==================== design 1
### Cell density map, design 1

10 x 10 tiles, from black (low) to pale yellow (high), 0 to 100% covered.
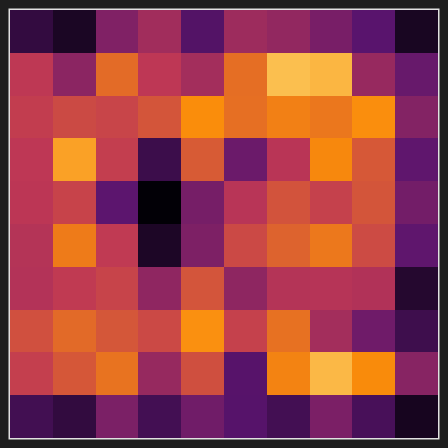

<file path="src/rtl/l2_tag_ctrl_pkg.sv">
// Shared definitions for the L2 tag controller: address split, FSM states,
// tree-PLRU bit meanings and small address helpers.
package l2_pkg;

    localparam int ADDR_W   = 32;
    localparam int OFFSET_W = 6;
    localparam int INDEX_W  = 9;
    localparam int TAG_W    = ADDR_W - OFFSET_W - INDEX_W;
    localparam int WORD_W   = TAG_W + 1;
    localparam int NUM_WAYS = 4;

    // Tree PLRU: the root bit picks a half, a leaf bit picks a way within it.
    localparam int PLRU_ROOT  = 0;  // 1 = victim in ways 2/3, 0 = ways 0/1
    localparam int PLRU_LEFT  = 1;  // 1 = way 1, 0 = way 0
    localparam int PLRU_RIGHT = 2;  // 1 = way 3, 0 = way 2

    typedef enum logic [2:0] {
        ST_IDLE      = 3'd0,
        ST_LOOKUP    = 3'd1,
        ST_COMPARE   = 3'd2,
        ST_WRITEBACK = 3'd3,
        ST_REFILL    = 3'd4,
        ST_UPDATE    = 3'd5,
        ST_RESP      = 3'd6
    } l2_state_t;

    function automatic logic [TAG_W-1:0] addr_tag(input logic [ADDR_W-1:0] addr);
        return addr[ADDR_W-1:OFFSET_W+INDEX_W];
    endfunction

    function automatic logic [INDEX_W-1:0] addr_index(input logic [ADDR_W-1:0] addr);
        return addr[OFFSET_W+INDEX_W-1:OFFSET_W];
    endfunction

endpackage

</file>
<file path="src/rtl/l2_tag_ctrl_if.sv">
// Bundle of the request/response, tag RAM and memory handshake signals.
// Handshakes: a request transfers on the cycle req_valid & req_ready are both
// high; mem_wb_req / mem_rd_req stay high until a one-cycle mem_ack is seen;
// the tag RAM write strobe stays high until l2_complete is sampled high.
interface l2_tag_ctrl_if;
    import l2_pkg::*;

    logic                         req_valid;
    logic                         req_ready;
    logic [ADDR_W-1:0]            req_addr;
    logic                         req_we;
    logic                         resp_valid;
    logic                         resp_hit;
    logic [1:0]                   resp_way;
    logic [NUM_WAYS-1:0]          l2_block_re;
    logic [NUM_WAYS-1:0]          l2_block_we;
    logic [INDEX_W-1:0]           l2_index;
    logic [WORD_W-1:0]            l2_tag_wd;
    logic                         l2_dirty_wd;
    logic [NUM_WAYS*WORD_W-1:0]   l2_tag_rd;
    logic [NUM_WAYS-1:0]          l2_dirty_rd;
    logic [2:0]                   plru;
    logic                         l2_complete;
    logic                         mem_wb_req;
    logic [ADDR_W-1:0]            mem_wb_addr;
    logic                         mem_rd_req;
    logic [ADDR_W-1:0]            mem_rd_addr;
    logic                         mem_ack;

    modport master (
        output req_valid, req_addr, req_we, l2_tag_rd, l2_dirty_rd, plru,
               l2_complete, mem_ack,
        input  req_ready, resp_valid, resp_hit, resp_way, l2_block_re,
               l2_block_we, l2_index, l2_tag_wd, l2_dirty_wd, mem_wb_req,
               mem_wb_addr, mem_rd_req, mem_rd_addr
    );

    modport slave (
        input  req_valid, req_addr, req_we, l2_tag_rd, l2_dirty_rd, plru,
               l2_complete, mem_ack,
        output req_ready, resp_valid, resp_hit, resp_way, l2_block_re,
               l2_block_we, l2_index, l2_tag_wd, l2_dirty_wd, mem_wb_req,
               mem_wb_addr, mem_rd_req, mem_rd_addr
    );

endinterface

</file>
<file path="src/rtl/l2_tag_ctrl_victim_sel.sv">
// Victim way choice: lowest invalid way if any, otherwise follow the PLRU tree.
module l2_victim_sel
    import l2_pkg::*;
(
    input  logic [NUM_WAYS-1:0] valid,
    input  logic [2:0]          plru,
    output logic [1:0]          way
);

    // Invalid ways win in ascending order; a full set falls back to the tree.
    always_comb begin
        way = 2'd0;
        if (!valid[0])      way = 2'd0;
        else if (!valid[1]) way = 2'd1;
        else if (!valid[2]) way = 2'd2;
        else if (!valid[3]) way = 2'd3;
        else if (plru[PLRU_ROOT]) way = plru[PLRU_RIGHT] ? 2'd3 : 2'd2;
        else                      way = plru[PLRU_LEFT]  ? 2'd1 : 2'd0;
    end

endmodule

</file>
<file path="src/rtl/l2_tag_ctrl.sv">
// L2 tag lookup / replacement controller: reads all four ways, compares tags,
// picks a victim, runs write-back and refill handshakes, then writes the tag.
module l2_tag_ctrl
    import l2_pkg::*;
(
    input  logic        clk,
    input  logic        rst,
    l2_tag_ctrl_if.slave bus,
    output l2_state_t   dbg_state
);

    l2_state_t state, state_next;

    logic [TAG_W-1:0]   req_tag_q;
    logic [INDEX_W-1:0] index_q;
    logic               we_q;
    logic               hit_q;
    logic [1:0]         way_q;
    logic [TAG_W-1:0]   vic_tag_q;
    logic               dirty_q;

    logic [WORD_W-1:0]   way_word [NUM_WAYS];
    logic [NUM_WAYS-1:0] valid_vec;
    logic [NUM_WAYS-1:0] hit_vec;
    logic                any_hit;
    logic [1:0]          hit_way;
    logic [1:0]          vic_way;
    logic [1:0]          sel_way;
    logic                vic_valid;

    assign dbg_state = state;

    // Split read data per way and find the lowest-numbered tag hit.
    always_comb begin
        hit_vec   = '0;
        valid_vec = '0;
        hit_way   = 2'd0;
        for (int n = 0; n < NUM_WAYS; n++) begin
            way_word[n]  = bus.l2_tag_rd[n*WORD_W +: WORD_W];
            valid_vec[n] = way_word[n][TAG_W];
            hit_vec[n]   = way_word[n][TAG_W] & (way_word[n][TAG_W-1:0] == req_tag_q);
        end
        for (int n = NUM_WAYS - 1; n >= 0; n--) begin
            if (hit_vec[n]) hit_way = 2'(n);
        end
        any_hit = |hit_vec;
    end

    l2_victim_sel u_victim_sel (
        .valid (valid_vec),
        .plru  (bus.plru),
        .way   (vic_way)
    );

    assign sel_way   = any_hit ? hit_way : vic_way;
    assign vic_valid = valid_vec[vic_way];

    // State register.
    always_ff @(posedge clk or negedge rst) begin
        if (!rst) state <= ST_IDLE;
        else      state <= state_next;
    end

    // Captured request and the way/tag/dirty decided during compare.
    always_ff @(posedge clk or negedge rst) begin
        if (!rst) begin
            req_tag_q <= '0;
            index_q   <= '0;
            we_q      <= 1'b0;
            hit_q     <= 1'b0;
            way_q     <= 2'd0;
            vic_tag_q <= '0;
            dirty_q   <= 1'b0;
        end else begin
            if (state == ST_IDLE && bus.req_valid) begin
                req_tag_q <= addr_tag(bus.req_addr);
                index_q   <= addr_index(bus.req_addr);
                we_q      <= bus.req_we;
            end
            if (state == ST_COMPARE) begin
                hit_q     <= any_hit;
                way_q     <= sel_way;
                vic_tag_q <= way_word[sel_way][TAG_W-1:0];
                dirty_q   <= bus.l2_dirty_rd[sel_way];
            end
        end
    end

    // Next state and all outputs; everything idles low except req_ready.
    always_comb begin
        state_next      = state;
        bus.req_ready   = 1'b0;
        bus.resp_valid  = 1'b0;
        bus.resp_hit    = 1'b0;
        bus.resp_way    = 2'd0;
        bus.l2_block_re = '0;
        bus.l2_block_we = '0;
        bus.l2_index    = '0;
        bus.l2_tag_wd   = '0;
        bus.l2_dirty_wd = 1'b0;
        bus.mem_wb_req  = 1'b0;
        bus.mem_wb_addr = '0;
        bus.mem_rd_req  = 1'b0;
        bus.mem_rd_addr = '0;
        case (state)
            ST_IDLE: begin
                bus.req_ready = 1'b1;
                if (bus.req_valid) state_next = ST_LOOKUP;
            end
            ST_LOOKUP: begin
                bus.l2_block_re = '1;
                bus.l2_index    = index_q;
                state_next      = ST_COMPARE;
            end
            ST_COMPARE: begin
                if (any_hit)
                    state_next = ST_UPDATE;
                else if (vic_valid && bus.l2_dirty_rd[vic_way])
                    state_next = ST_WRITEBACK;
                else
                    state_next = ST_REFILL;
            end
            ST_WRITEBACK: begin
                bus.mem_wb_req  = 1'b1;
                bus.mem_wb_addr = {vic_tag_q, index_q, {OFFSET_W{1'b0}}};
                if (bus.mem_ack) state_next = ST_REFILL;
            end
            ST_REFILL: begin
                bus.mem_rd_req  = 1'b1;
                bus.mem_rd_addr = {req_tag_q, index_q, {OFFSET_W{1'b0}}};
                if (bus.mem_ack) state_next = ST_UPDATE;
            end
            ST_UPDATE: begin
                bus.l2_block_we = 4'b0001 << way_q;
                bus.l2_index    = index_q;
                bus.l2_tag_wd   = {1'b1, req_tag_q};
                bus.l2_dirty_wd = we_q | (hit_q & dirty_q);
                if (bus.l2_complete) state_next = ST_RESP;
            end
            ST_RESP: begin
                bus.resp_valid = 1'b1;
                bus.resp_hit   = hit_q;
                bus.resp_way   = way_q;
                state_next     = ST_IDLE;
            end
            default: state_next = ST_IDLE;
        endcase
    end

endmodule

</file>
<file path="src/flat_wrapper.sv">
// flat-port wrapper written by rule: the top's interface ports become plain ports
module l2_tag_ctrl_flat import l2_pkg::*;
  (clk, rst, dbg_state, bus_req_valid, bus_req_addr, bus_req_we, bus_l2_tag_rd, bus_l2_dirty_rd, bus_plru, bus_l2_complete, bus_mem_ack, bus_req_ready, bus_resp_valid, bus_resp_hit, bus_resp_way, bus_l2_block_re, bus_l2_block_we, bus_l2_index, bus_l2_tag_wd, bus_l2_dirty_wd, bus_mem_wb_req, bus_mem_wb_addr, bus_mem_rd_req, bus_mem_rd_addr);
  l2_tag_ctrl_if bus_i ();
  input  logic clk;
  input  logic rst;
  output l2_state_t dbg_state;
  input wire logic [$bits(bus_i.req_valid)-1:0] bus_req_valid;
  input wire logic [$bits(bus_i.req_addr)-1:0] bus_req_addr;
  input wire logic [$bits(bus_i.req_we)-1:0] bus_req_we;
  input wire logic [$bits(bus_i.l2_tag_rd)-1:0] bus_l2_tag_rd;
  input wire logic [$bits(bus_i.l2_dirty_rd)-1:0] bus_l2_dirty_rd;
  input wire logic [$bits(bus_i.plru)-1:0] bus_plru;
  input wire logic [$bits(bus_i.l2_complete)-1:0] bus_l2_complete;
  input wire logic [$bits(bus_i.mem_ack)-1:0] bus_mem_ack;
  output wire logic [$bits(bus_i.req_ready)-1:0] bus_req_ready;
  output wire logic [$bits(bus_i.resp_valid)-1:0] bus_resp_valid;
  output wire logic [$bits(bus_i.resp_hit)-1:0] bus_resp_hit;
  output wire logic [$bits(bus_i.resp_way)-1:0] bus_resp_way;
  output wire logic [$bits(bus_i.l2_block_re)-1:0] bus_l2_block_re;
  output wire logic [$bits(bus_i.l2_block_we)-1:0] bus_l2_block_we;
  output wire logic [$bits(bus_i.l2_index)-1:0] bus_l2_index;
  output wire logic [$bits(bus_i.l2_tag_wd)-1:0] bus_l2_tag_wd;
  output wire logic [$bits(bus_i.l2_dirty_wd)-1:0] bus_l2_dirty_wd;
  output wire logic [$bits(bus_i.mem_wb_req)-1:0] bus_mem_wb_req;
  output wire logic [$bits(bus_i.mem_wb_addr)-1:0] bus_mem_wb_addr;
  output wire logic [$bits(bus_i.mem_rd_req)-1:0] bus_mem_rd_req;
  output wire logic [$bits(bus_i.mem_rd_addr)-1:0] bus_mem_rd_addr;
  assign bus_i.req_valid = bus_req_valid;
  assign bus_i.req_addr = bus_req_addr;
  assign bus_i.req_we = bus_req_we;
  assign bus_i.l2_tag_rd = bus_l2_tag_rd;
  assign bus_i.l2_dirty_rd = bus_l2_dirty_rd;
  assign bus_i.plru = bus_plru;
  assign bus_i.l2_complete = bus_l2_complete;
  assign bus_i.mem_ack = bus_mem_ack;
  assign bus_req_ready = bus_i.req_ready;
  assign bus_resp_valid = bus_i.resp_valid;
  assign bus_resp_hit = bus_i.resp_hit;
  assign bus_resp_way = bus_i.resp_way;
  assign bus_l2_block_re = bus_i.l2_block_re;
  assign bus_l2_block_we = bus_i.l2_block_we;
  assign bus_l2_index = bus_i.l2_index;
  assign bus_l2_tag_wd = bus_i.l2_tag_wd;
  assign bus_l2_dirty_wd = bus_i.l2_dirty_wd;
  assign bus_mem_wb_req = bus_i.mem_wb_req;
  assign bus_mem_wb_addr = bus_i.mem_wb_addr;
  assign bus_mem_rd_req = bus_i.mem_rd_req;
  assign bus_mem_rd_addr = bus_i.mem_rd_addr;
  l2_tag_ctrl u_core (.clk(clk), .rst(rst), .bus(bus_i), .dbg_state(dbg_state));
endmodule
</file>
<file path="config.mk">
export PLATFORM = sky130hd
export DESIGN_NAME = l2_tag_ctrl_flat
export DESIGN_NICKNAME = d
export VERILOG_FILES = /design/src/rtl/l2_tag_ctrl_pkg.sv /design/src/rtl/l2_tag_ctrl_if.sv /design/src/rtl/l2_tag_ctrl_victim_sel.sv /design/src/rtl/l2_tag_ctrl.sv /design/src/flat_wrapper.sv
export SDC_FILE = /design/constraint.sdc
export NUM_CORES = 1
export LEC_CHECK = 0
export CAP_MARGIN = 20
export CORE_MARGIN = 4
export CORE_UTILIZATION = 50
export CTS_BUF_LIST = sky130_fd_sc_hd__clkbuf_4 sky130_fd_sc_hd__clkbuf_8 sky130_fd_sc_hd__clkbuf_16
export DETAILED_ROUTE_END_ITERATION = 7
export DONT_BUFFER_PORTS = 1
export GPL_TIMING_DRIVEN = 1
export PLACE_DENSITY = 0.64
export SLEW_MARGIN = 20
export SYNTH_ARGS = -nofsm -noshare
export SYNTH_HDL_FRONTEND = slang
export SYNTH_HIERARCHICAL = 1
export SYNTH_SLANG_ARGS = --single-unit
</file>
<file path="constraint.sdc">
create_clock -name clk -period 5.03 [get_ports clk]
set_input_delay 0.7545 -clock clk [delete_from_list [all_inputs] [get_ports clk]]
set_output_delay 0.7545 -clock clk [all_outputs]
set_load 0.1 [all_outputs]
</file>
==================== design 2
File: config.mk
export PLATFORM = sky130hd
export DESIGN_NAME = f1_sequencer
export DESIGN_NICKNAME = d
export VERILOG_FILES = /design/src/rtl/f1_sequencer.sv
export SDC_FILE = /design/constraint.sdc
export NUM_CORES = 1
export LEC_CHECK = 0
export CAP_MARGIN = 20
export CORE_AREA = 4 4 100 102
export CTS_CLUSTER_SIZE = 24
export DETAILED_ROUTE_END_ITERATION = 8
export DIE_AREA = 0 0 104 106
export SLEW_MARGIN = 30
export SYNTH_ARGS = -nofsm -noshare
export SYNTH_HDL_FRONTEND = slang
export SYNTH_SLANG_ARGS = --single-unit
File: constraint.sdc
create_clock -name clk -period 3.5 [get_ports clk]
set_input_delay 0.875 -clock clk [delete_from_list [all_inputs] [get_ports clk]]
set_output_delay 0.875 -clock clk [all_outputs]
set_load 0.05 [all_outputs]
File: src/rtl/f1_sequencer.sv
// F1 start-light sequencer: fills eight lights, holds for a random delay,
// then times the driver's reaction in ticks and flags jump starts.
module f1_sequencer #(
  parameter int STEP_TICKS = 500
) (
  input  logic        clk,
  input  logic        rst,
  input  logic        tick,
  input  logic        start,
  input  logic        react,
  input  logic [13:0] lfsr_val,
  input  logic        time_out,
  output logic [7:0]  lights,
  output logic        en_lfsr,
  output logic [13:0] delay_n,
  output logic        delay_trigger,
  output logic [13:0] reaction_ms,
  output logic        jump_start,
  output logic        busy
);

  typedef enum logic [2:0] {
    S_IDLE,
    S_FILL,
    S_HOLD,
    S_TIMING,
    S_DONE,
    S_FAULT
  } state_e;

  localparam logic [9:0] STEP_LAST = 10'(STEP_TICKS - 1);

  state_e      state_q, state_d;
  logic [9:0]  step_q, step_d;
  logic [7:0]  lights_q, lights_d;
  logic [13:0] delay_n_q, delay_n_d;
  logic [13:0] cnt_q, cnt_d;
  logic [13:0] react_q, react_d;
  logic        jump_q, jump_d;

  logic [7:0]  lights_nxt;
  logic [13:0] cnt_inc;

  always_ff @(posedge clk or posedge rst) begin
    if (rst) begin
      state_q   <= S_IDLE;
      step_q    <= '0;
      lights_q  <= '0;
      delay_n_q <= '0;
      cnt_q     <= '0;
      react_q   <= '0;
      jump_q    <= 1'b0;
    end else begin
      state_q   <= state_d;
      step_q    <= step_d;
      lights_q  <= lights_d;
      delay_n_q <= delay_n_d;
      cnt_q     <= cnt_d;
      react_q   <= react_d;
      jump_q    <= jump_d;
    end
  end

  assign lights_nxt = {lights_q[6:0], 1'b1};
  assign cnt_inc    = (cnt_q == 14'h3FFF) ? cnt_q : cnt_q + 14'd1;

  always_comb begin
    state_d   = state_q;
    step_d    = step_q;
    lights_d  = lights_q;
    delay_n_d = delay_n_q;
    cnt_d     = cnt_q;
    react_d   = react_q;
    jump_d    = jump_q;
    unique case (state_q)
      S_IDLE, S_DONE, S_FAULT: begin
        lights_d = '0;
        if (start) begin
          state_d = S_FILL;
          step_d  = '0;
          jump_d  = 1'b0;
        end
      end
      S_FILL: begin
        // react wins over a light step landing on the same clk
        if (react) begin
          state_d  = S_FAULT;
          jump_d   = 1'b1;
          lights_d = '0;
        end else if (tick) begin
          if (step_q == STEP_LAST) begin
            step_d   = '0;
            lights_d = lights_nxt;
            if (lights_nxt == 8'hFF) begin
              state_d   = S_HOLD;
              delay_n_d = (lfsr_val == '0) ? 14'd1 : lfsr_val;
            end
          end else begin
            step_d = step_q + 10'd1;
          end
        end
      end
      S_HOLD: begin
        if (react) begin
          state_d  = S_FAULT;
          jump_d   = 1'b1;
          lights_d = '0;
        end else if (time_out) begin
          state_d  = S_TIMING;
          lights_d = '0;
          cnt_d    = '0;
        end
      end
      S_TIMING: begin
        if (tick) cnt_d = cnt_inc;
        if (react) begin
          state_d = S_DONE;
          react_d = tick ? cnt_inc : cnt_q;
        end
      end
      default: begin
        state_d  = S_IDLE;
        lights_d = '0;
      end
    endcase
  end

  always_comb begin
    lights        = lights_q;
    delay_n       = delay_n_q;
    reaction_ms   = react_q;
    jump_start    = jump_q;
    en_lfsr       = (state_q != S_HOLD);
    delay_trigger = (state_q == S_HOLD);
    busy          = (state_q == S_FILL) || (state_q == S_HOLD) ||
                    (state_q == S_TIMING);
  end

endmodule

==================== design 3
===== config.mk =====
export PLATFORM = sky130hd
export DESIGN_NAME = sram_bank_ctrl
export DESIGN_NICKNAME = d
export VERILOG_FILES = /design/src/rtl/sram_bank_ctrl.sv
export SDC_FILE = /design/constraint.sdc
export NUM_CORES = 1
export LEC_CHECK = 0
export CAP_MARGIN = 10
export CORE_ASPECT_RATIO = 1.1
export CORE_MARGIN = 2
export CORE_UTILIZATION = 39
export DETAILED_ROUTE_END_ITERATION = 10
export PLACE_DENSITY = 0.75
export SYNTH_ARGS = -nofsm -noshare
export SYNTH_HDL_FRONTEND = slang
export SYNTH_SLANG_ARGS = --single-unit

===== constraint.sdc =====
create_clock -name clk -period 1.8 [get_ports clk]
set_input_delay 0.36 -clock clk [delete_from_list [all_inputs] [get_ports clk]]
set_output_delay 0.36 -clock clk [all_outputs]
set_load 0.02 [all_outputs]

===== src/rtl/sram_bank_ctrl.sv =====
// Z80 SRAM bank controller: I/O-loaded bank config, 16K segment remap, SRAM strobes.
// Define WE_HOLD_EN to keep CE low for one clock after WE rises.
module sram_bank_ctrl #(
  parameter logic [2:0] BANK_MASK = 3'b111
) (
  input  logic        clk,
  input  logic        reset_b,
  input  logic [15:0] adr,
  input  logic [7:0]  data,
  input  logic        mreq_b,
  input  logic        iorq_b,
  input  logic        rd_b,
  input  logic        wr_b,
  input  logic        m1_b,
  output logic [4:0]  sram_adr,
  output logic        sram_ce_b,
  output logic        sram_oe_b,
  output logic        sram_we_b,
  output logic        ramdis
);

  typedef enum logic [2:0] {
    IDLE, READ, WSETUP, WRITE, WHOLD
  } state_t;

  state_t r_state, w_nstate;

  logic [4:0] r_s1, r_s2;
  logic [5:0] r_cfg;
  logic       r_io_arm;
  logic       r_ready;
  logic [4:0] r_sram_adr;
  logic       r_ce_b, r_oe_b, r_we_b;

  logic       w_mreq, w_iorq, w_rd, w_wr, w_m1;
  logic [2:0] w_bank, w_mode;
  logic [1:0] w_seg, w_blk;
  logic       w_hit, w_cfg_wr;
  logic       w_ce_b, w_oe_b, w_we_b;
  logic       w_unused_adr;

  assign w_unused_adr = ^adr[13:0];

  assign {w_m1, w_wr, w_rd, w_iorq, w_mreq} = r_s2;

  always_ff @(posedge clk or negedge reset_b) begin
    if (!reset_b) begin
      r_s1 <= '1;
      r_s2 <= '1;
    end else begin
      r_s1 <= {m1_b, wr_b, rd_b, iorq_b, mreq_b};
      r_s2 <= r_s1;
    end
  end

  assign w_bank = r_cfg[5:3] & BANK_MASK;
  assign w_mode = r_cfg[2:0];
  assign w_seg  = adr[15:14];

  always_comb begin
    w_hit = 1'b0;
    w_blk = w_seg;
    case (w_mode)
      3'd1, 3'd3: begin
        w_hit = (w_seg == 2'd3);
        w_blk = 2'd3;
      end
      3'd2: w_hit = 1'b1;
      default: begin
        w_hit = w_mode[2] & (w_seg == 2'd1);
        w_blk = w_mode[1:0];
      end
    endcase
  end

  assign ramdis = ~mreq_b & w_hit;

  // One load per I/O cycle: disarm on load, rearm once IORQ is seen high.
  assign w_cfg_wr = r_io_arm & ~w_iorq & ~w_wr & w_m1 &
                    ~adr[15] & (data[7:6] == 2'b11);

  always_ff @(posedge clk or negedge reset_b) begin
    if (!reset_b) begin
      r_cfg    <= 6'h00;
      r_io_arm <= 1'b1;
      r_ready  <= 1'b0;
    end else begin
      if (w_cfg_wr)
        r_cfg <= data[5:0];
      if (w_iorq)
        r_io_arm <= 1'b1;
      else if (w_cfg_wr)
        r_io_arm <= 1'b0;
      if (w_mreq & w_rd & w_wr)
        r_ready <= 1'b1;
    end
  end

  always_comb begin
    w_nstate = r_state;
    case (r_state)
      IDLE: begin
        if (r_ready & ~w_mreq & w_hit) begin
          if (!w_rd)
            w_nstate = READ;
          else if (!w_wr)
            w_nstate = WSETUP;
        end
      end
      READ:   if (w_rd | w_mreq) w_nstate = IDLE;
      WSETUP: w_nstate = WRITE;
`ifdef WE_HOLD_EN
      WRITE:  if (w_wr) w_nstate = WHOLD;
`else
      WRITE:  if (w_wr) w_nstate = IDLE;
`endif
      default: w_nstate = IDLE;
    endcase
  end

  always_comb begin
    w_ce_b = 1'b1;
    w_oe_b = 1'b1;
    w_we_b = 1'b1;
    case (w_nstate)
      READ: begin
        w_ce_b = 1'b0;
        w_oe_b = 1'b0;
      end
      WSETUP, WHOLD: w_ce_b = 1'b0;
      WRITE: begin
        w_ce_b = 1'b0;
        w_we_b = 1'b0;
      end
      default: ;
    endcase
  end

  always_ff @(posedge clk or negedge reset_b) begin
    if (!reset_b) begin
      r_state    <= IDLE;
      r_sram_adr <= 5'h00;
      r_ce_b     <= 1'b1;
      r_oe_b     <= 1'b1;
      r_we_b     <= 1'b1;
    end else begin
      r_state <= w_nstate;
      r_ce_b  <= w_ce_b;
      r_oe_b  <= w_oe_b;
      r_we_b  <= w_we_b;
      if (r_state == IDLE && w_nstate != IDLE)
        r_sram_adr <= {w_bank, w_blk};
    end
  end

  assign sram_adr  = r_sram_adr;
  assign sram_ce_b = r_ce_b;
  assign sram_oe_b = r_oe_b;
  assign sram_we_b = r_we_b;

endmodule

==================== design 4
**config.mk**
```make
export PLATFORM = sky130hd
export DESIGN_NAME = sal_bk_ctrl_pp
export DESIGN_NICKNAME = d
export VERILOG_FILES = /design/src/rtl/sal_pkg.sv /design/src/rtl/sal_timing_cntr.sv /design/src/rtl/sal_bk_ctrl_pp.sv
export SDC_FILE = /design/constraint.sdc
export NUM_CORES = 1
export LEC_CHECK = 0
export ABC_AREA = 1
export CORE_MARGIN = 8
export CORE_UTILIZATION = 40
export CTS_BUF_LIST = sky130_fd_sc_hd__clkbuf_4 sky130_fd_sc_hd__clkbuf_8
export DETAILED_ROUTE_END_ITERATION = 8
export GPL_TIMING_DRIVEN = 0
export PLACE_DENSITY = 0.71
export RECOVER_POWER = 50
export SETUP_SLACK_MARGIN = 0.02
export SYNTH_ARGS = -nofsm -noshare
export SYNTH_HDL_FRONTEND = slang
export SYNTH_SLANG_ARGS = --single-unit
```
**constraint.sdc**
```tcl
create_clock -name clk -period 3.3 [get_ports clk]
set_input_delay 0.66 -clock clk [delete_from_list [all_inputs] [get_ports clk]]
set_output_delay 0.66 -clock clk [all_outputs]
set_load 0.1 [all_outputs]
```
**src/rtl/sal_pkg.sv**
```systemverilog
// Shared types and defaults for the SAL bank controller slice.
package sal_pkg;

   typedef enum logic [1:0] {
      PM_OPEN    = 2'd0,
      PM_CLOSED  = 2'd1,
      PM_TIMEOUT = 2'd2,
      PM_RSVD    = 2'd3
   } page_mode_e;

   typedef enum logic [2:0] {
      IDLE,
      ACTIVATING,
      ACTIVE,
      READING,
      WRITING,
      AUTOPRE,
      PRECHARGING,
      REFRESHING
   } bank_state_e;

   localparam int MAX_PP_DEF = 8;

   // The reserved encoding behaves exactly like OPEN.
   function automatic page_mode_e norm_mode(input logic [1:0] m);
      return (m == 2'd3) ? PM_OPEN : page_mode_e'(m);
   endfunction

endpackage

```
**src/rtl/sal_timing_cntr.sv**
```systemverilog
// Down-counter guarding one inter-command constraint; is_zero means "met".
module sal_timing_cntr #(
   parameter int TW = 6
) (
   input  logic          clk,
   input  logic          rst,
   input  logic          load,
   input  logic [TW-1:0] load_val,
   output logic          is_zero
);

   logic [TW-1:0] cnt;

   // Reload when the guarded command is granted, then count down and hold at zero.
   always_ff @(posedge clk) begin
      if (rst)
         cnt <= '0;
      else if (load)
         cnt <= load_val;
      else if (cnt != '0)
         cnt <= cnt - 1'b1;
   end

   assign is_zero = (cnt == '0);

endmodule

```
**src/rtl/sal_bk_ctrl_pp.sv**
```systemverilog
// Single-bank DRAM command controller with page policy and postponed refresh.
module sal_bk_ctrl_pp
   import sal_pkg::*;
#(
   parameter int BK_ID  = 0,
   parameter int RA_W   = 16,
   parameter int CA_W   = 10,
   parameter int ID_W   = 8,
   parameter int TW     = 6,
   parameter int MAX_PP = MAX_PP_DEF
) (
   input  logic            clk,
   input  logic            rst,
   input  logic [1:0]      page_mode_i,
   input  logic [TW-1:0]   t_rcd_m2,
   input  logic [TW-1:0]   t_rp_m2,
   input  logic [TW-1:0]   t_rfc_m2,
   input  logic [TW-1:0]   burst_m2,
   input  logic [TW-1:0]   t_rc_m1,
   input  logic [TW-1:0]   t_ras_m1,
   input  logic [TW-1:0]   t_rtp_m1,
   input  logic [TW-1:0]   t_wtp_m1,
   input  logic [TW-1:0]   row_open_m1,
   input  logic            req_valid,
   input  logic            req_wr,
   input  logic [RA_W-1:0] req_ra,
   input  logic [CA_W-1:0] req_ca,
   input  logic [ID_W-1:0] req_id,
   input  logic [3:0]      req_len,
   output logic            req_ready,
   output logic            act_req,
   output logic            rd_req,
   output logic            wr_req,
   output logic            pre_req,
   output logic            ref_req,
   input  logic            act_gnt,
   input  logic            rd_gnt,
   input  logic            wr_gnt,
   input  logic            pre_gnt,
   input  logic            ref_gnt,
   output logic            sched_ap,
   output logic [2:0]      sched_ba,
   output logic [RA_W-1:0] sched_ra,
   output logic [CA_W-1:0] sched_ca,
   output logic [ID_W-1:0] sched_id,
   output logic [3:0]      sched_len,
   input  logic            ref_tick_i,
   output logic [3:0]      ref_pend_o,
   output logic            ref_urgent_o,
   output logic            ref_ovf_o
);

   localparam logic [3:0] PP_MAX = 4'(MAX_PP);

   bank_state_e     state;
   logic [TW:0]     cnt;
   logic [RA_W-1:0] open_row;
   page_mode_e      mode_q;
   logic            ap_q;
   logic            armed;
   logic [3:0]      pend;
   logic            ovf;

   logic act_fire, rd_fire, wr_fire, pre_fire, ref_fire;
   logic trc_ok, tras_ok, trtp_ok, twtp_ok, ro_zero;
   logic pre_ok, hit, urgent, ref_want, close_want, phase_done;

   // The grant cycle itself is not part of the phase, so a phase of value+2
   // cycles needs value+1 in the counter on entry.
   function automatic logic [TW:0] phase_load(input logic [TW-1:0] v);
      return {1'b0, v} + 1'b1;
   endfunction

   assign act_fire = act_req & act_gnt;
   assign rd_fire  = rd_req  & rd_gnt;
   assign wr_fire  = wr_req  & wr_gnt;
   assign pre_fire = pre_req & pre_gnt;
   assign ref_fire = ref_req & ref_gnt;

   sal_timing_cntr #(.TW(TW)) u_trc  (.clk(clk), .rst(rst), .load(act_fire),
                                      .load_val(t_rc_m1),     .is_zero(trc_ok));
   sal_timing_cntr #(.TW(TW)) u_tras (.clk(clk), .rst(rst), .load(act_fire),
                                      .load_val(t_ras_m1),    .is_zero(tras_ok));
   sal_timing_cntr #(.TW(TW)) u_trtp (.clk(clk), .rst(rst), .load(rd_fire),
                                      .load_val(t_rtp_m1),    .is_zero(trtp_ok));
   sal_timing_cntr #(.TW(TW)) u_twtp (.clk(clk), .rst(rst), .load(wr_fire),
                                      .load_val(t_wtp_m1),    .is_zero(twtp_ok));
   sal_timing_cntr #(.TW(TW)) u_ropn (.clk(clk), .rst(rst), .load(rd_fire | wr_fire),
                                      .load_val(row_open_m1), .is_zero(ro_zero));

   assign pre_ok     = tras_ok & trtp_ok & twtp_ok;
   assign hit        = req_valid && (req_ra == open_row);
   assign urgent     = (pend == PP_MAX);
   assign ref_want   = urgent || ((pend != 4'd0) && !req_valid);
   assign close_want = (req_valid && !hit) || urgent ||
                       ((mode_q == PM_TIMEOUT) && ro_zero && !req_valid);
   assign phase_done = (cnt == '0);

   // Command requests and schedule fields; silenced for one cycle after reset.
   always_comb begin
      act_req   = 1'b0;
      rd_req    = 1'b0;
      wr_req    = 1'b0;
      pre_req   = 1'b0;
      ref_req   = 1'b0;
      if (armed) begin
         case (state)
            IDLE: begin
               if (ref_want)
                  ref_req = trc_ok;
               else if (req_valid)
                  act_req = trc_ok;
            end
            ACTIVE: begin
               if (hit && !urgent) begin
                  rd_req = !req_wr;
                  wr_req = req_wr;
               end else if (close_want) begin
                  pre_req = pre_ok;
               end
            end
            default: ;
         endcase
      end
      sched_ra  = act_req ? req_ra : '0;
      sched_ca  = (rd_req | wr_req) ? req_ca  : '0;
      sched_id  = (rd_req | wr_req) ? req_id  : '0;
      sched_len = (rd_req | wr_req) ? req_len : '0;
      sched_ap  = (rd_req | wr_req) && (mode_q == PM_CLOSED);
   end

   assign req_ready    = rd_fire | wr_fire;
   assign sched_ba     = 3'(BK_ID);
   assign ref_pend_o   = pend;
   assign ref_urgent_o = urgent;
   assign ref_ovf_o    = ovf;

   // Bank state machine with its phase counter and per-row latches.
   always_ff @(posedge clk) begin
      if (rst) begin
         state    <= IDLE;
         cnt      <= '0;
         open_row <= '0;
         mode_q   <= PM_OPEN;
         ap_q     <= 1'b0;
         armed    <= 1'b0;
      end else begin
         armed <= 1'b1;
         case (state)
            IDLE: begin
               if (ref_fire) begin
                  state <= REFRESHING;
                  cnt   <= phase_load(t_rfc_m2);
               end else if (act_fire) begin
                  state    <= ACTIVATING;
                  cnt      <= phase_load(t_rcd_m2);
                  open_row <= req_ra;
                  mode_q   <= norm_mode(page_mode_i);
               end
            end
            ACTIVATING: begin
               if (phase_done) state <= ACTIVE;
               else            cnt   <= cnt - 1'b1;
            end
            ACTIVE: begin
               if (rd_fire || wr_fire) begin
                  state <= rd_fire ? READING : WRITING;
                  cnt   <= phase_load(burst_m2);
                  ap_q  <= sched_ap;
               end else if (pre_fire) begin
                  state <= PRECHARGING;
                  cnt   <= phase_load(t_rp_m2);
               end
            end
            READING, WRITING: begin
               if (phase_done) state <= ap_q ? AUTOPRE : ACTIVE;
               else            cnt   <= cnt - 1'b1;
            end
            AUTOPRE: begin
               if (pre_ok) begin
                  state <= PRECHARGING;
                  cnt   <= phase_load(t_rp_m2);
               end
            end
            PRECHARGING, REFRESHING: begin
               if (phase_done) state <= IDLE;
               else            cnt   <= cnt - 1'b1;
            end
            default: state <= IDLE;
         endcase
      end
   end

   // Owed-refresh counter: saturates at MAX_PP and flags any tick lost there.
   always_ff @(posedge clk) begin
      if (rst) begin
         pend <= 4'd0;
         ovf  <= 1'b0;
      end else if (ref_tick_i && !ref_fire) begin
         if (pend == PP_MAX) ovf  <= 1'b1;
         else                pend <= pend + 4'd1;
      end else if (ref_fire && !ref_tick_i) begin
         pend <= pend - 4'd1;
      end
   end

endmodule

```
### Register map, names as in the netlist, design 3

Other sequential cells in the stronger gray, the rest of the logic in the fainter gray.
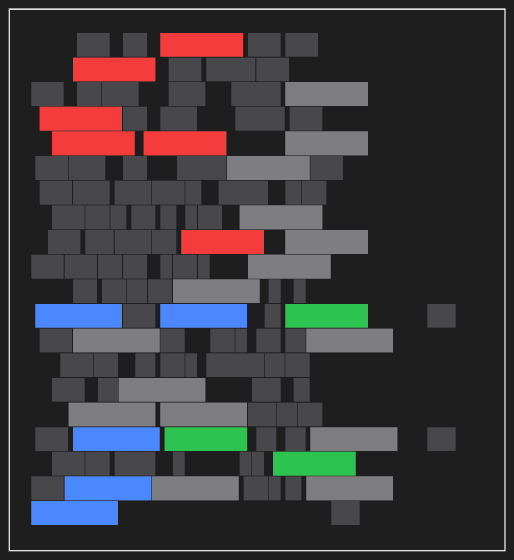
- r_state: green (placed flops 3)
- r_cfg: red (placed flops 6)
- r_s1: blue (placed flops 5; where south-west)
- not colored: 15
FF/Latch Area: 743.2 µm²
flop share of the area: 48.02%

==> deck_impl_summary.md, design 3 <==
Implementation Results

Outcome
  – Status: complete, but fails checks
  – Failing checks: setup timing

STA
  – Final worst setup slack: -0.06892 ns
  – Final setup TNS: -0.3490 ns
  – Endpoints failing setup: 6

Synthesis
  – Mapped Cells: 74

Clocking
  – TritonCTS buffer count: 5
  – Htree depth: 2

Floorplanning
  – Floorplan utilization: 40.18%

Worst hold path
  – WHS Path Cells: 0

Power and ir drop
  – Leak pwr: 0.6764 nW

Global route
  – Total grt overflow: 0

Placement
  – Placement Setup Slack: -0.4616 ns

Drt
  – Top layer in use: met4

Cells and area
  – Area Growth Syn to Fin: 41.21%
  – Data buffer area share: 22.80%
[design 3: power by group]
part / leakage, nW / switching [mW] / internal (mW) / total (mW)
sequential: 0.332 / 0.0564 / 0.754 / 0.810
clock: 0.0310 / 0.237 / 0.147 / 0.384
combinational: 0.314 / 0.166 / 0.253 / 0.419
total: 0.676 / 0.459 / 1.15 / 1.61
[design 3: worst register-to-register path, cell delays in order, from the launching register on]
cell and delay, ns:
dfrtp_1 0.41, buf_6 0.13, nand4b_1 0.21, a311o_1 0.38
a211o_4 0.33, mux2_4 0.31
[design 3: worst max path at each step]
stage,end,depth (start not counted)
2_1_floorplan,sram_adr[0],4
3_3_place_gp,sram_adr[4],5
3_5_place_dp,sram_adr[2],5
4_1_cts,sram_adr[2],5
5_1_grt,sram_adr[2],5
6_report,sram_adr[2],5
[design 3: synthesized netlist by cell type, drive strengths merged (2+ instances only)]
cell type  count
nor2           3
dfrtp         15
nand3b         2
mux2          10
nand2          4
inv            3
a31oi          2
or3            2
dfstp         14
o21ai          4
[design 3: cells by family after synthesis]
family	synth area share, %
AND-OR/OR-AND	8.220
multiplexers	11.99
other	0.3421
buffers and inverters	1.027
flip-flops	67.81
AND/OR/NAND/NOR	10.62
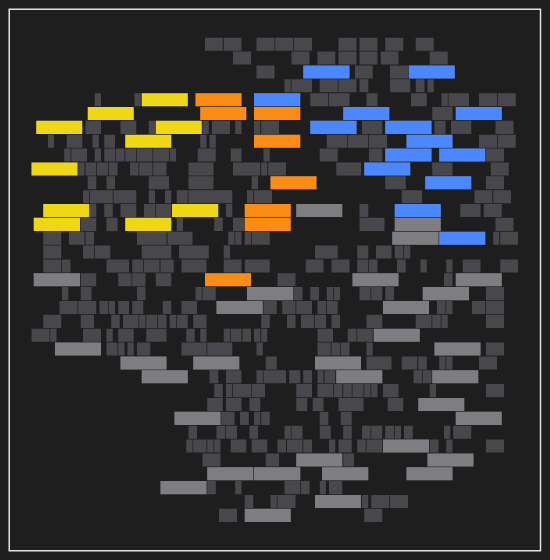
*Register map, names as in the netlist, design 2*
Other sequential cells in the stronger gray, the rest of the logic in the fainter gray.
- delay_n: blue (placed flops 14; where north-east)
- step_q: yellow (placed flops 10; where north-west)
- lights: orange (placed flops 8)
- not colored: 32
Seq power: 0.974 mW
FF/Latch Area: 0.001602 mm²
final core occ: 46.61%
flop share of the area: 37.72%

==> deck_impl_summary.md, design 2 <==
Implementation Results

Cells and area
  – Sequential cells: 64
  – Diode count: 0
  – # clk buffers: 10
  – Comb area share: 38.34%
  – Fraction of layout cells with a size suffix above 1: 12.84%

Worst setup path
  – FF-to-FF End: lights[0]
  – Worst Reg-to-Reg Cells: 6
  – Family with the most delay on the worst path: buffers and inverters
  – CP arrival: 2.32 ns
  – R2R Setup Slk: 1.28 ns
  – FF-to-FF Start: state_q[1]

STA
  – Endpoints failing setup: 0
  – Normalized max-slew margin: 55.52%
  – RSZ-0062 raised after global routing: no
  – Final setup TNS: 0 ns

Power and ir drop
  – Biggest consumer: sequential cells
  – Comb power frac: 36.7%

Placement
  – Placed cell area: 0.004064 mm²

Outcome
  – Status: finished, final reports clean

Synthesis
  – Most popular library cell in the synthesized design by count: dfrtp_1
  – Synthesis Warnings: 0
  – Flip-flops with a built-in enable: 0
  – Syn avg cell area: 9.951 µm²
  – Main logic family after synthesis: simple AND/OR/NAND/NOR gates
  – Area leader, netlist: dfrtp_1

Drt
  – Antenna viol nets, final: 0
  – 1st-iter DRT viols: 114
  – Vias: 2675

Worst hold path
  – Hold/Removal Path Class: reg -> reg

Clocking
  – Hold Buf Count CTS: 0
  – Number of setup buffers added after CTS: 0

Global route
  – M2 GR Usage: 23.26%
  – Largest net degree at the start of global routing: 32

Floorplanning
  – Floorplan utilization: 37.03%
-- design 2: how the worst max path moves through the flow --
stage	slack, ns	from	to
2_1_floorplan	0.87	state_q[0]	en_lfsr
3_3_place_gp	0.64	react	step_q[7]
3_5_place_dp	0.61	react	step_q[7]
4_1_cts	0.26	state_q[1]	delay_trigger
5_1_grt	0.13	state_q[1]	delay_trigger
6_report	0.30	state_q[1]	delay_trigger
-- design 2: state kept, by name, indices dropped and copies added (netlist names) --
| register | count |
|---|---|
| reaction_ms | 14 |
| cnt_q | 14 |
| jump_start | 1 |
| state_q | 3 |
| step_q | 10 |
| delay_n | 14 |
| lights | 8 |
-- design 2: through the flow --
stage	setup slack, ns	cells
6_report	0.3021	516
5_1_grt	0.1319	516
4_1_cts	0.2635	516
3_5_place_dp	0.6110	500
3_3_place_gp	0.6408	500
2_1_floorplan	0.8704	339
-- design 2: cell usage in the layout (no fill, tap or decap), types with 12 or more instances in the layout --
master,Yosys,layout
dfrtp_1,64,64
clkdlybuf4s50_1,0,59
nand2_1,38,38
o21ai_0,24,24
nor2_1,21,21
a21oi_1,16,16
inv_1,16,15
mux2_2,14,14
xnor2_1,12,12
nand3_1,12,12
### Register map, names as in the netlist, design 1

Other sequential cells in the stronger gray, the rest of the logic in the fainter gray.
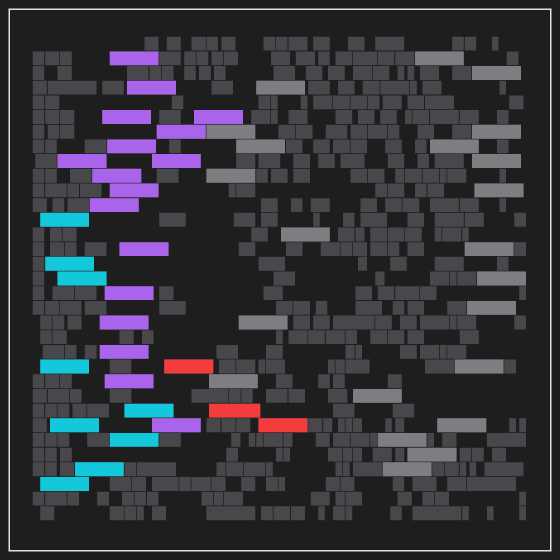
- u_core/req_tag_q: purple (placed flops 17)
- u_core/index_q: cyan (placed flops 9)
- u_core/dbg_state: red (placed flops 3)
- not colored: 22

## Picture notes: 'Cell density map' of design 1
- nearly empty tiles: 1.0%
- fullest tile: 86%
- tiles over 75% full: 7.0%
- densest ninth of the die: north

==> deck_impl_summary.md, design 1 <==
Implementation Results

Outcome
  – Status: finished, final reports clean

STA
  – Normalized max-slew margin: 33.07%
  – Worst hold margin: 0.1219 ns
  – RSZ-0062 raised after global routing: no

Clocking
  – CTS tree: yes
  – Worst-path clk slew: 0.11 ns
  – Number of setup buffers added after CTS: 0

Worst hold path
  – Hold/Removal Path Class: in -> async

Drt
  – Antenna viol nets, final: 0
  – WL final: 12.91 mm
  – Detailed Routing Iterations Pass 1: 4

Cells and area
  – Area Growth Syn to Fin: 11.01%

Synthesis
  – Post-synth ARST share: 100.0%
  – Commonest cells in the netlist: and2_1, dfrtp_1, xnor2_1
  – Mapped Cells: 443
  – Yosys cell types: 43
  – Yosys simple share: 21.90%
  – MUX area fraction: 17.65%

Floorplanning
  – IO Pins: 227
  – Floorplan utilization: 51.59%

Global route
  – All-Layer GR Usage: 24.89%
  – First-pass GRT wire length: 19.46 mm

Worst setup path
  – R2R Setup Slk: 1.75 ns
## design 1: stage by stage
step	area (µm²)	util, %	worst slack (ns)	instances
after global placement	4594	55.92	1.369	551
after global routing	4706	57.27	1.444	560
after detailed placement	4594	55.92	1.191	551
final	4706	57.27	1.549	560
after floorplan	4280	-	0.2531	454
after CTS	4688	57.06	0.8395	559
## design 1: layout make-up
type	instances	share of cell area, %
Sequential cell	51	27.15
Clock buffer	6	1.622
Multi-Input combinational cell	345	57.80
Inverter	3	0.2393
Tap cell	105	2.792
Clock inverter	2	0.3722
Timing Repair Buffer	48	10.02
## design 1: critical path, stage by stage, from the launching register on
cell and delay [ns]:
dfrtp_2 1.03, and3b_1 0.26, buf_4 0.31, and2_1 0.82
## design 1: logic make-up (layout without fill, tap and decap cells)
logic type,count (synthesis),count (layout)
buffers and inverters,58,59
muxes,65,65
AOI/OAI and AO/OA,40,40
xor gates and xnor gates,68,68
and+or+nand+nor,160,160
DFF,51,51
other,1,12
## design 1: power by group
group	switching (mW)	total (mW)	internal (mW)
registers	0.362	0.972	0.609
clock network	0.154	0.260	0.106
logic	1.91	2.62	0.716
total	2.42	3.85	1.43
### Track usage over the die, design 4

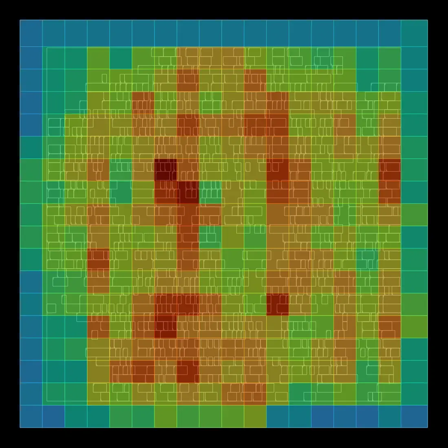
GR Util met3: 4.377%
GRT met1 Usage: 23.57%
final core occ: 61.03%
GRT Max-Usage Layer: met2
M2 GR Usage: 33.09%

### Cell sizes after repair, design 4

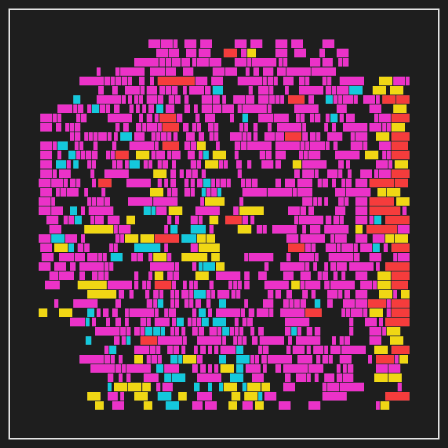
- x2: cyan (cells 69; share 7.4%)
- x3 and x4: yellow (cells 76; share 8.2%)
- x6 and larger: red (cells 39; share 4.2%)
- x1 and smaller: magenta (cells 744; share 80%)
final worst setup slack: 0.1882 ns
Area Growth Syn to Fin: 50.91%
Buffers excl. clock: 182

==> deck_impl_summary.md, design 4 <==
Implementation Results

STA
  – Final min period: 3.112 ns

Placement
  – Port bufs: 153
  – Placed cell area: 0.006782 mm²

Cells and area
  – Sequential cells: 65
  – Fraction of layout cells with a size suffix above 1: 19.83%
  – # clk buffers: 13
  – Mi-comb count: 540

Worst setup path
  – CP max stage delay: 0.44 ns

Floorplanning
  – Core area: 0.01186 mm²
  – Chip area: 0.01575 mm²

Clocking
  – Root Buffer: clkbuf_8
  – Worst-path clk slew: 0.07 ns

Drt
  – Antenna viol nets, final: 0

Power and ir drop
  – Sw Share: 45.93%
  – Leak pwr: 3.498 nW

Synthesis
  – Most popular library cell in the synthesized design by count: nand2_1
  – Top-area cell share: 27.13%
  – Main logic family after synthesis: simple AND/OR/NAND/NOR gates

Outcome
  – Status: finished, final reports clean
==> design 4: registers in the layout, indices dropped and copies added, names as in the netlist <==
register,cells
ap_q,1
armed,1
cnt,7
mode_q,2
open_row,16
ref_ovf_o,1
ref_pend_o,4
state,3
u_ropn.cnt,6
u_tras.cnt,6
u_trc.cnt,6
u_trtp.cnt,6
u_twtp.cnt,6
==> design 4: cell usage in the layout (no fill, tap or decap), types with 9 or more instances in the layout <==
cell               n
xor2_1            21
buf_8             11
xnor2_1           16
nor2_2            15
dlymetal6s2s_1     9
clkdlybuf4s50_1   95
inv_2             13
clkbuf_8          12
nand3_1           32
nand2_1          141
buf_4             22
nor3_1            12
a21oi_1           53
dfxtp_1           61
nor2_4            36
inv_1            110
nor2_1            74
clkbuf_1          10
ha_1              16
o21ai_0           46
==> design 4: per-layer routing <==
metal,global-route usage (%),up-vias,wire [µm]
met5,0,-,0
met4,6.948,0,177
met3,4.377,11,964
met2,33.09,136,7167
met1,23.57,2293,6893
li1,-,2708,-
==> design 4: critical path: cells and delay by family <==
kind | cells | cell delay, ns
buffers and inverters | 6 | 1.12
AND/OR/NAND/NOR | 6 | 0.68

==> notes/layouts.md <==
Pictures saved along the way, in no particular order.

Cells colored by class.
(a)
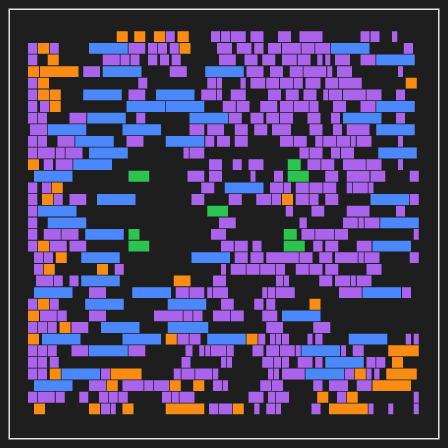
(b)
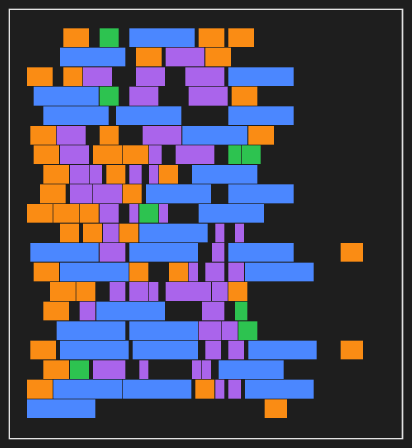
(c)
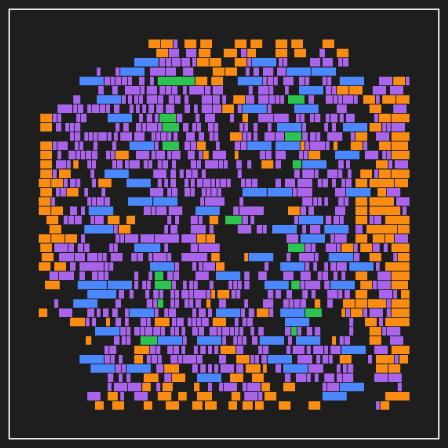
(d)
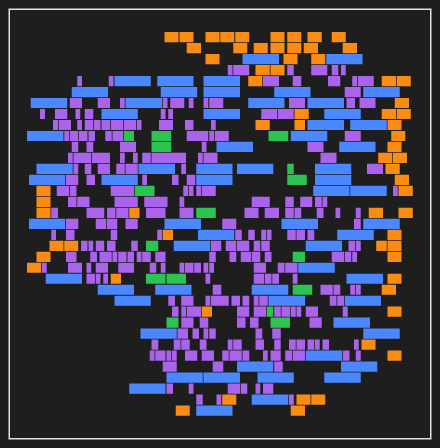
(d) is design 2.
(a) is design 1.
(b) is design 3.
(c) is design 4.
Of these, fewest cells: (b)
Of these, fewest sequential cells: (b)

Key to (d):
- remaining logic cells: purple (cells 260)
- remaining buffers and delay cells: orange (cells 65)
- sequential cells: blue (cells 64)
- clock drivers and dummy loads: green (cells 16)



==> layout pictures side by side <==
Cell density map.
image #1
13 x 13 tiles, from black (low) to pale yellow (high), 0 to 100% covered.
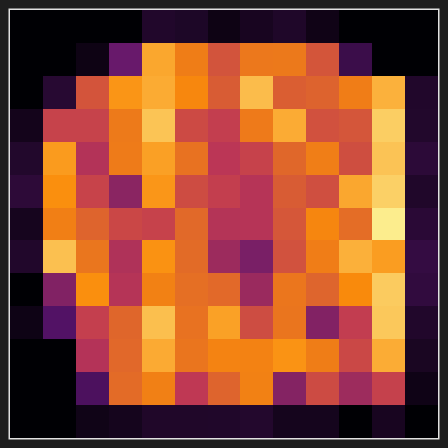
image #2
10 x 11 tiles, from black (low) to pale yellow (high), 0 to 100% covered.
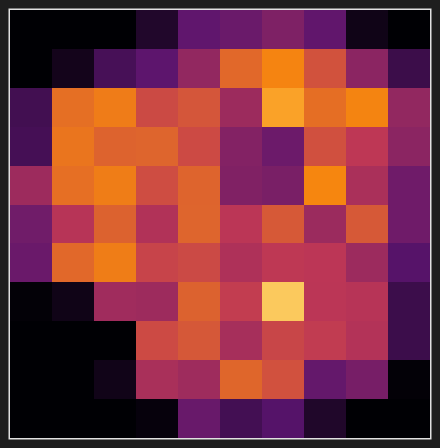
image #3
11 x 12 tiles, from black (low) to pale yellow (high), 0 to 100% covered.
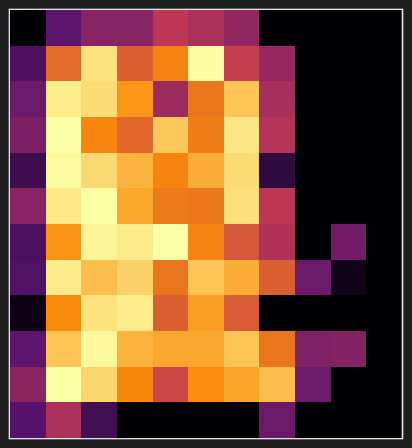
Image #2 comes from design 2.
Image #1 comes from design 4.
Image #3 comes from design 3.
The one with the lowest utilization is image #2.

Key to image #3:
- emptiest ninth of the die: north-east
- fullest tile: 100%
- nearly empty tiles: 28%
- mean over tiles: 46%


==> layout pictures side by side <==
Cell sizes after repair.
Plate I
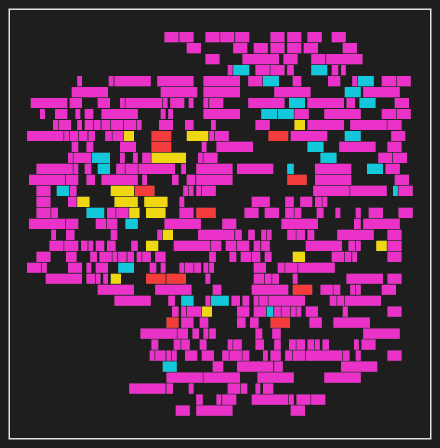
Plate II
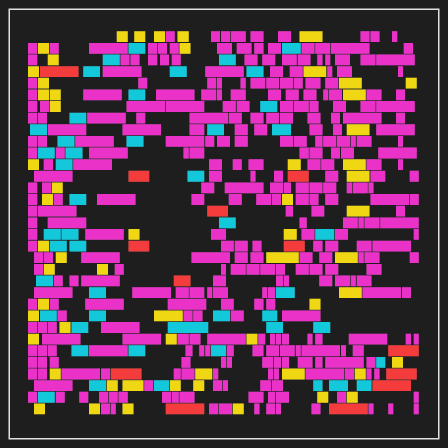
Plate III
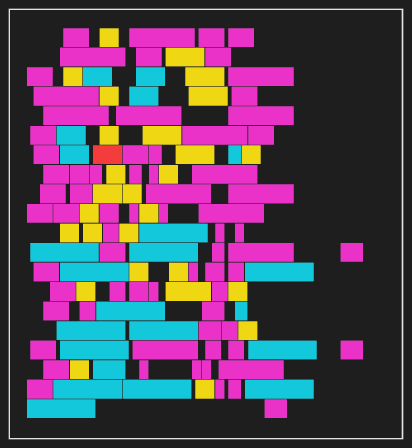
design 3 -> Plate III
design 1 -> Plate II
design 2 -> Plate I
Of these, fewest cells: Plate III

Power figures rest on the tool's default switching activity, not on a simulated workload.
